######## decrypt_stream_ctrl ########
==> src/rtl/decomp_pkg.sv <==
// Shared types and constants for the decompression-path byte controllers.
package decomp_pkg;

    localparam int unsigned BYTE_W = 8;
    localparam int unsigned KEY_W  = 8;

    typedef enum logic [1:0] {
        StIdle,
        StRun,
        StDrain
    } ctrl_state_e;

endpackage

==> src/rtl/decrypt.sv <==
// Byte-wide decrypt core: purely combinational, out = ~(data ^ key).
module decrypt
    import decomp_pkg::*;
(
    input  logic [BYTE_W-1:0] data_i,
    input  logic [KEY_W-1:0]  key_i,
    output logic [BYTE_W-1:0] data_o
);

    assign data_o = ~(data_i ^ key_i);

endmodule

==> src/rtl/decrypt_stream_ctrl.sv <==
// Frame controller: streams a fixed number of encrypted bytes through the
// decrypt core with valid/ready on both sides, marks the last byte and
// reports completion.
module decrypt_stream_ctrl
    import decomp_pkg::*;
#(
    parameter int unsigned LEN_W = 16
) (
    input  logic              clk_i,
    input  logic              rst_ni,
    input  logic              key_load_i,
    input  logic [KEY_W-1:0]  key_in_i,
    input  logic              start_i,
    input  logic [LEN_W-1:0]  frame_len_i,
    input  logic              abort_i,
    input  logic              in_valid_i,
    input  logic [BYTE_W-1:0] in_data_i,
    output logic              in_ready_o,
    output logic              out_valid_o,
    output logic [BYTE_W-1:0] out_data_o,
    output logic              out_last_o,
    input  logic              out_ready_i,
    output logic              busy_o,
    output logic              done_o,
    output logic              err_o
);

    ctrl_state_e       state_q;
    logic [KEY_W-1:0]  key_q;
    logic              key_vld_q;
    logic [LEN_W-1:0]  len_q;
    logic [LEN_W-1:0]  cnt_q;
    logic              out_valid_q;
    logic [BYTE_W-1:0] out_data_q;
    logic              out_last_q;
    logic              done_q;
    logic              err_q;

    logic [BYTE_W-1:0] dec_data;
    logic              accept;
    logic              is_last;

    decrypt u_decrypt (
        .data_i (in_data_i),
        .key_i  (key_q),
        .data_o (dec_data)
    );

    // Input side is ready in RUN whenever the output register is free or draining.
    always_comb begin
        in_ready_o = (state_q == StRun) && (!out_valid_q || out_ready_i);
        accept     = in_ready_o && in_valid_i;
        is_last    = (cnt_q == len_q - LEN_W'(1));
    end

    // FSM, key/length/counter registers and the output register.
    always_ff @(posedge clk_i) begin
        if (!rst_ni) begin
            state_q     <= StIdle;
            key_q       <= '0;
            key_vld_q   <= 1'b0;
            len_q       <= '0;
            cnt_q       <= '0;
            out_valid_q <= 1'b0;
            out_data_q  <= '0;
            out_last_q  <= 1'b0;
            done_q      <= 1'b0;
            err_q       <= 1'b0;
        end else begin
            done_q <= 1'b0;
            err_q  <= 1'b0;
            if (abort_i) begin
                // Key state survives an abort; only the frame is dropped.
                state_q     <= StIdle;
                out_valid_q <= 1'b0;
                out_last_q  <= 1'b0;
                cnt_q       <= '0;
            end else begin
                unique case (state_q)
                    StIdle: begin
                        if (key_load_i) begin
                            key_q     <= key_in_i;
                            key_vld_q <= 1'b1;
                        end
                        if (start_i) begin
                            // A key loaded in this same cycle counts as present.
                            if (!(key_vld_q || key_load_i)) begin
                                err_q <= 1'b1;
                            end else if (frame_len_i == '0) begin
                                done_q <= 1'b1;
                            end else begin
                                len_q   <= frame_len_i;
                                cnt_q   <= '0;
                                state_q <= StRun;
                            end
                        end
                    end
                    StRun: begin
                        if (accept) begin
                            out_data_q  <= dec_data;
                            out_valid_q <= 1'b1;
                            out_last_q  <= is_last;
                            cnt_q       <= cnt_q + LEN_W'(1);
                            if (is_last) begin
                                state_q <= StDrain;
                            end
                        end else if (out_ready_i) begin
                            out_valid_q <= 1'b0;
                        end
                    end
                    StDrain: begin
                        if (out_valid_q && out_ready_i) begin
                            out_valid_q <= 1'b0;
                            out_last_q  <= 1'b0;
                            done_q      <= 1'b1;
                            state_q     <= StIdle;
                        end
                    end
                    default: state_q <= StIdle;
                endcase
            end
        end
    end

    assign out_valid_o = out_valid_q;
    assign out_data_o  = out_data_q;
    assign out_last_o  = out_last_q;
    assign busy_o      = (state_q != StIdle);
    assign done_o      = done_q;
    assign err_o       = err_q;

endmodule

==> config.mk <==
export PLATFORM = sky130hd
export DESIGN_NAME = decrypt_stream_ctrl
export DESIGN_NICKNAME = d
export VERILOG_FILES = /design/src/rtl/decomp_pkg.sv /design/src/rtl/decrypt.sv /design/src/rtl/decrypt_stream_ctrl.sv
export SDC_FILE = /design/constraint.sdc
export NUM_CORES = 1
export LEC_CHECK = 0
export ABC_AREA = 1
export CORE_AREA = 2 2 83 85
export CTS_CLUSTER_SIZE = 8
export DETAILED_ROUTE_END_ITERATION = 12
export DIE_AREA = 0 0 85 87
export PLACE_DENSITY_LB_ADDON = 0.12
export RECOVER_POWER = 100
export SLEW_MARGIN = 20
export SYNTH_ARGS = -nofsm -noshare
export SYNTH_HDL_FRONTEND = slang
export SYNTH_SLANG_ARGS = --single-unit
export TNS_END_PERCENT = 100
==> constraint.sdc <==
create_clock -name clk_i -period 1.9 [get_ports clk_i]
set_input_delay 0.285 -clock clk_i [delete_from_list [all_inputs] [get_ports clk_i]]
set_output_delay 0.285 -clock clk_i [all_outputs]
set_load 0.01 [all_outputs]
Fig. 1: decrypt_stream_ctrl, M1 wires
(4 px per um) Supply wires on this layer in gray.
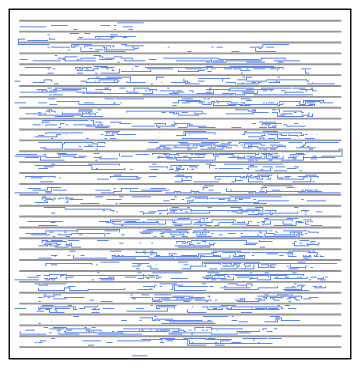
The layer carries 3660 um of wire. The layer holds 44% of the routed length. The wires run mostly horizontal. The longest straight run is 34.5 um. 545 nets have wire on it.

==> impl_metrics.toml <==
# synthesis and place-and-route metrics
[power]
p_per_area_nw_per_um2 = 608
power_leader = "registers"
powerComb_uw = 707
switching_share_pct = 30.6

[sta]
maxSlewViolCount = 0

[routing]
post_drt_wl_per_cell_um = 13.0
drt_iter0_drc = 187

[synthesis]
ys_cells = 472
yosysTopAreaCellShare_pct = 34.8
synth-edff-count = 0
top_cell = "nand2_1"
synthesis.area_sq_um = 3160
synth_cell_type_count = 36
common_cells = "nand2_1 (95), nor2_1 (83), dfxtp_1 (55), inv_1 (45), o21ai_0 (37)"
synthFlopType = "dfxtp_1"

[clocking]
clk_latency_ps = 310
cts_made_buffers = 5

[worst_hold_path]
whs_path_depth = 3

[cells_and_area]
layout_top_cell = "nand2_1"
layout_top_cells = "nand2_1 (91), nor2_1 (75), dfxtp_1 (50), inv_1 (44)"
n_all_inverters = 50
clock_buffers = 7
nets = 597
seq_share_pct = 26.1
largest_cell_class = "combinational gates"

[critical_path]
r2r_end = "state_q[1]$_SDFFE_PP0P_"

[die]
die_w_um = 85
chipArea_sq_um = 7400
taps = 80
fp_util_pct = 48.1
fp.dieH_um = 87

[outcome]
status = "finished, final reports clean"

[global_route]
grt_pass1_wl_um = 13600
grt.total_usage_pct = 22.7

[place]
dpl.hpwl_um = 6380
Fig. 2: decrypt_stream_ctrl, metal 2
(3 px per um) Cells faint in the background.
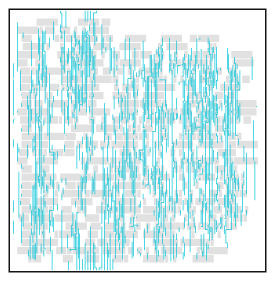
The longest straight run is 38.1 um. 471 nets have wire on it.

[routing by layer]
metal  wire [um]  global-route usage [%]  vias up
met5           0                       0        -
met1        3660                    27.6     1485
li1            -                       -     1698
met4         176                    7.94        0
met3         416                    5.02       14
met2        4000                    39.7       90
[worst max-delay path, stage by stage (launching register included)]
cell and delay (ps):
dfxtp_1 400, nor2_1 100, inv_1 140, clkdlybuf4s50_1 570
[kinds of logic after synthesis]
kind of cell	after synthesis	synth area share (%)
compound gates	78	13.1
buf+inv	62	8.16
xor+xnor	26	7.64
simple gates	249	35.5
flops	55	34.8
fa+ha+maj	2	0.792

######## ss_stage_seq ########
===== config.mk =====
export PLATFORM = sky130hd
export DESIGN_NAME = ss_stage_seq
export DESIGN_NICKNAME = d
export VERILOG_FILES = /design/src/rtl/ss_stage_seq.sv
export SDC_FILE = /design/constraint.sdc
export NUM_CORES = 1
export LEC_CHECK = 0
export CAP_MARGIN = 20
export CORE_MARGIN = 2
export CORE_UTILIZATION = 35
export DETAILED_ROUTE_END_ITERATION = 8
export PLACE_DENSITY = 0.67
export SYNTH_ARGS = -nofsm -noshare
export SYNTH_HDL_FRONTEND = slang
export SYNTH_SLANG_ARGS = --single-unit
export TNS_END_PERCENT = 20

===== constraint.sdc =====
create_clock -name clk -period 1.5 [get_ports clk]
set_input_delay 0.375 -clock clk [delete_from_list [all_inputs] [get_ports clk]]
set_output_delay 0.375 -clock clk [all_outputs]
set_load 0.02 [all_outputs]

===== src/rtl/ss_stage_seq.sv =====
// ss_stage_seq: stage sequencer for the memory-based 8-point DCT datapath.
// On start it runs STAGES passes over an N-word ping-pong memory block.
// Each pass reads one bank, shifts every word left by that stage's amount
// and writes the result to the other bank at the same index.
// Optional feature: define SS_SAT_EN to clamp out-of-range results and raise
// a sticky ovf flag. Without it results wrap and ovf is tied to 0.
module ss_stage_seq #(
  parameter int WIDTH  = 16,
  parameter int N      = 8,
  parameter int ADDR_W = 3,
  parameter int STAGES = 3
) (
  input  logic                clk,
  input  logic                rst_n,
  input  logic                start,
  input  logic [2*STAGES-1:0] cfg_shift,
  output logic                busy,
  output logic                done,
  output logic [2:0]          stage_idx,
  output logic                result_bank,
  output logic                mem_rd_en,
  output logic [ADDR_W:0]     mem_rd_addr,
  input  logic [WIDTH-1:0]    mem_rd_data,
  output logic                mem_wr_en,
  output logic [ADDR_W:0]     mem_wr_addr,
  output logic [WIDTH-1:0]    mem_wr_data,
  output logic                ovf
);

  typedef enum logic [1:0] {IDLE, READ, DRAIN, DONE} state_t;

  state_t              state;
  logic [2*STAGES-1:0] shift_cfg;
  logic                drain_cnt;
  logic [2:0]          stage_nxt;
  logic                start_acc;

  // Read-issue side: shift travels with each read strobe
  logic [1:0]          shift_p0;

  // Data-return side: metadata aligned with mem_rd_data
  logic                vld_p1;
  logic [ADDR_W-1:0]   idx_p1;
  logic                bank_p1;
  logic [1:0]          shift_p1;

`ifdef SS_SAT_EN
  // Sign-extend by 3 bits so a shift of up to 3 cannot lose information.
  function automatic logic signed [WIDTH+2:0] shift_ext(input logic signed [WIDTH-1:0] din,
                                                         input logic [1:0] sh);
    logic signed [WIDTH+2:0] ext;
    ext = {{3{din[WIDTH-1]}}, din};
    return ext <<< sh;
  endfunction

  // True when the top bits are pure sign extension, i.e. the value fits WIDTH.
  function automatic logic fits(input logic signed [WIDTH+2:0] v);
    return (v[WIDTH+2:WIDTH-1] == '0) || (v[WIDTH+2:WIDTH-1] == '1);
  endfunction

  function automatic logic sat_hit(input logic signed [WIDTH-1:0] din, input logic [1:0] sh);
    return !fits(shift_ext(din, sh));
  endfunction

  function automatic logic signed [WIDTH-1:0] scale(input logic signed [WIDTH-1:0] din,
                                                    input logic [1:0] sh);
    logic signed [WIDTH+2:0] v;
    v = shift_ext(din, sh);
    if (fits(v))
      return v[WIDTH-1:0];
    else if (v[WIDTH+2])
      return {1'b1, {(WIDTH-1){1'b0}}};
    else
      return {1'b0, {(WIDTH-1){1'b1}}};
  endfunction
`else
  // Wrapping shift: low WIDTH bits kept.
  function automatic logic signed [WIDTH-1:0] scale(input logic signed [WIDTH-1:0] din,
                                                    input logic [1:0] sh);
    return din <<< sh;
  endfunction
`endif

  assign stage_nxt = stage_idx + 3'd1;
  assign start_acc = (state == IDLE) && start;

  // Control FSM: sequences reads, drains the write pipe, advances stages
  always_ff @(posedge clk or negedge rst_n) begin
    if (!rst_n) begin
      state       <= IDLE;
      shift_cfg   <= '0;
      drain_cnt   <= 1'b0;
      stage_idx   <= 3'd0;
      busy        <= 1'b0;
      done        <= 1'b0;
      result_bank <= 1'b0;
      mem_rd_en   <= 1'b0;
      mem_rd_addr <= '0;
      shift_p0    <= 2'd0;
    end else begin
      done <= 1'b0;
      case (state)
        IDLE: begin
          if (start_acc) begin
            shift_cfg   <= cfg_shift;
            stage_idx   <= 3'd0;
            busy        <= 1'b1;
            mem_rd_en   <= 1'b1;
            mem_rd_addr <= {1'b0, {ADDR_W{1'b0}}};
            shift_p0    <= cfg_shift[1:0];
            state       <= READ;
          end
        end
        READ: begin
          if (mem_rd_addr[ADDR_W-1:0] == ADDR_W'(N-1)) begin
            mem_rd_en <= 1'b0;
            drain_cnt <= 1'b0;
            state     <= DRAIN;
          end else begin
            mem_rd_addr[ADDR_W-1:0] <= mem_rd_addr[ADDR_W-1:0] + ADDR_W'(1);
          end
        end
        DRAIN: begin
          if (!drain_cnt) begin
            drain_cnt <= 1'b1;
          end else if (stage_idx == 3'(STAGES-1)) begin
            busy        <= 1'b0;
            done        <= 1'b1;
            result_bank <= 1'(STAGES % 2);
            state       <= DONE;
          end else begin
            stage_idx   <= stage_nxt;
            mem_rd_en   <= 1'b1;
            mem_rd_addr <= {stage_nxt[0], {ADDR_W{1'b0}}};
            shift_p0    <= shift_cfg[2*stage_nxt +: 2];
            state       <= READ;
          end
        end
        DONE: begin
          state <= IDLE;
        end
        default: begin
          state <= IDLE;
        end
      endcase
    end
  end

  // ---- p0 -> p1: capture index, target bank and shift while the read is in flight
  // Metadata registers need no reset; vld_p1 qualifies them.
  always_ff @(posedge clk) begin
    idx_p1   <= mem_rd_addr[ADDR_W-1:0];
    bank_p1  <= ~mem_rd_addr[ADDR_W];
    shift_p1 <= shift_p0;
  end

  // ---- p1 -> write port: scale returned data and issue the write
  // Write strobe, address and data are outputs and clear on reset.
  always_ff @(posedge clk or negedge rst_n) begin
    if (!rst_n) begin
      vld_p1      <= 1'b0;
      mem_wr_en   <= 1'b0;
      mem_wr_addr <= '0;
      mem_wr_data <= '0;
    end else begin
      vld_p1    <= mem_rd_en;
      mem_wr_en <= vld_p1;
      if (vld_p1) begin
        mem_wr_addr <= {bank_p1, idx_p1};
        mem_wr_data <= scale(mem_rd_data, shift_p1);
      end
    end
  end

`ifdef SS_SAT_EN
  // Sticky overflow: cleared by an accepted start, set by any clamped write
  always_ff @(posedge clk or negedge rst_n) begin
    if (!rst_n)
      ovf <= 1'b0;
    else if (start_acc)
      ovf <= 1'b0;
    else if (vld_p1 && sat_hit(mem_rd_data, shift_p1))
      ovf <= 1'b1;
  end
`else
  assign ovf = 1'b0;
`endif

endmodule


Fig. 3: ss_stage_seq, metal 2
(3 px per um) Cells faint in the background.
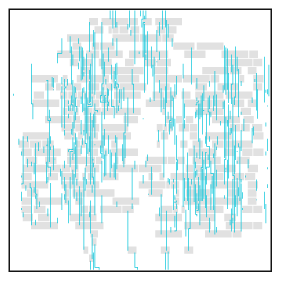
The wires run mostly vertical. The layer carries 2500 um of wire.

==> impl_metrics.toml <==
# synthesis and place-and-route metrics
[outcome]
status = "finished, final reports clean"

[cells_and_area]
num_antenna_cells = 0
finish.utilization_pct = 50.1
n_all_inverters = 10
logic_gate_count = 113
layout_top_cells = "dfrtp_1 (40), dlygate4sd2_1 (28), mux2_2 (22), clkdlybuf4s50_1 (22), buf_4 (22)"
layout_top_cell = "dfrtp_1"
syn2layout_area_growth_pct = 40.2
flop_area_sq_um = 1200
design_area_sq_um = 3370
sh_comb_area_pct = 35.3

[synthesis]
top_cell = "dfrtp_1"
synthFlopType = "dfrtp_1"
synth_cell_type_count = 39
yosysTopAreaCellShare_pct = 44.8
syn_nets = 214
synth.avg_cell_area_sq_um = 13.1
synthesis.area_sq_um = 2400
ys_ff = 49
ys_cells = 184
ys_seq_share_pct = 49.8
syn_inst = 184
area_leaders = "dfrtp_1 (45%), mux4_1 (11%), mux2_2 (10%), dfxtp_1 (5.0%), mux2i_1 (2.9%)"

[critical_path]
reg2reg_slack_ps = 50
crit_end = "mem_wr_data[13]$_DFFE_PN0P_"
cp_slowest_cell = "mux4_1"
path_cells = "clkdlybuf4s50_1 -> mux4_1 -> mux2_2"
path_buffers = 1
reg2reg_from = "mem_rd_addr[3]$_DFFE_PN0P_"
r2r_end = "shift_p0[0]$_DFFE_PN0P_"
slowest_delay_ps = 540
required_ps = 1690

[sta]
layout_setup_ws_ps = 28.1
tns_ps = 0
setup_viol = 0
finalHoldWorstSlack_ps = 430
maxSlewViolCount = 0

[global_route]
grt_pass1_vias = 1740
top_usage_layer = "met2"
gr-usage-met1_pct = 18.1

[place]
dp_cells = 333
dpl_worst_slack_ps = -291
dpl.hpwl_um = 3870
placed_area_sq_um = 3230
routabilityCongestion = 0.809

[routing]
drtPass1Iterations = 4
wl_met1_um = 2270
vias = 1722
routed.top_layer = "met4"
drt_iter0_drc = 24
via_per_inst = 5.04
ant_nets = 0
post_drt_wl_per_cell_um = 15.0
drcViolationCount = 0

[power]
p_per_area_nw_per_um2 = 1840
clkPwrFrac_pct = 13.6
pg_clk_uw = 843
power_leader = "combinational cells"
p_seq_share_pct = 36.4
switching_share_pct = 36.3
seq-power_mw = 2.26

[clocking]
cts_resized = 46
cts-root-buf = "clkbuf_8"
clk_pin_slew_worst_paths_ps = 90
clock_sinks = 49
clockBufferDepth = 2

[worst_hold_path]
worstHoldStart = "shift_p0[1]$_DFFE_PN0P_"

[run]
cap_violations = 0
Fig. 4: ss_stage_seq, cell placement
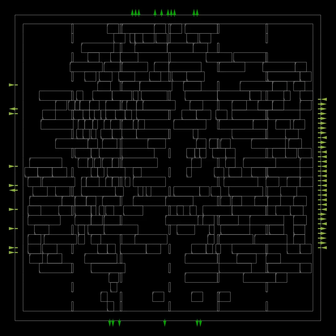
Seq area share: 35.7%
Filler Cells Inserted: 602
Core Box Area: 6720 sq um
flip-flops: 49
Finished Layout Cells: 342

[state kept, by name, indices dropped and copies added, names as in the netlist]
signal       cells
drain_cnt        1
shift_cfg        6
shift_p0         2
mem_rd_addr      4
mem_wr_addr      4
bank_p1          1
mem_rd_en        1
busy             1
result_bank      1
mem_wr_en        1
stage_idx        2
state            2
shift_p1         2
idx_p1           3
vld_p1           1
done             1
mem_wr_data     16
[kinds of logic after synthesis]
kind of cell	synth area share, %
xor gates and xnor gates	0.365
muxes	27.3
and+or+nand+nor	6.72
DFF	49.8
AOI/OAI and AO/OA	8.13
adders and majority gates	2.60
other	0.156
buffers and inverters	4.95


==> screenshots <==
Met3 routing.
(4 px per um)
picture 1
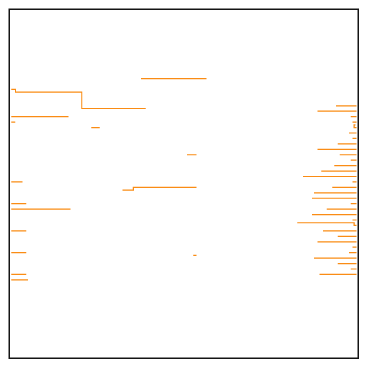
picture 2
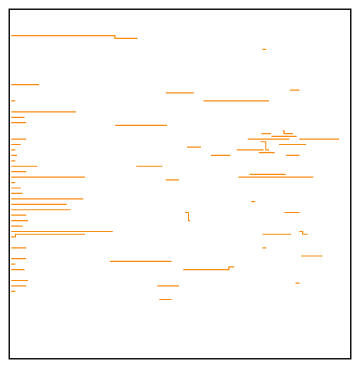
| from | picture |
|---|---|
| decrypt_stream_ctrl | picture 2 |
| ss_stage_seq | picture 1 |

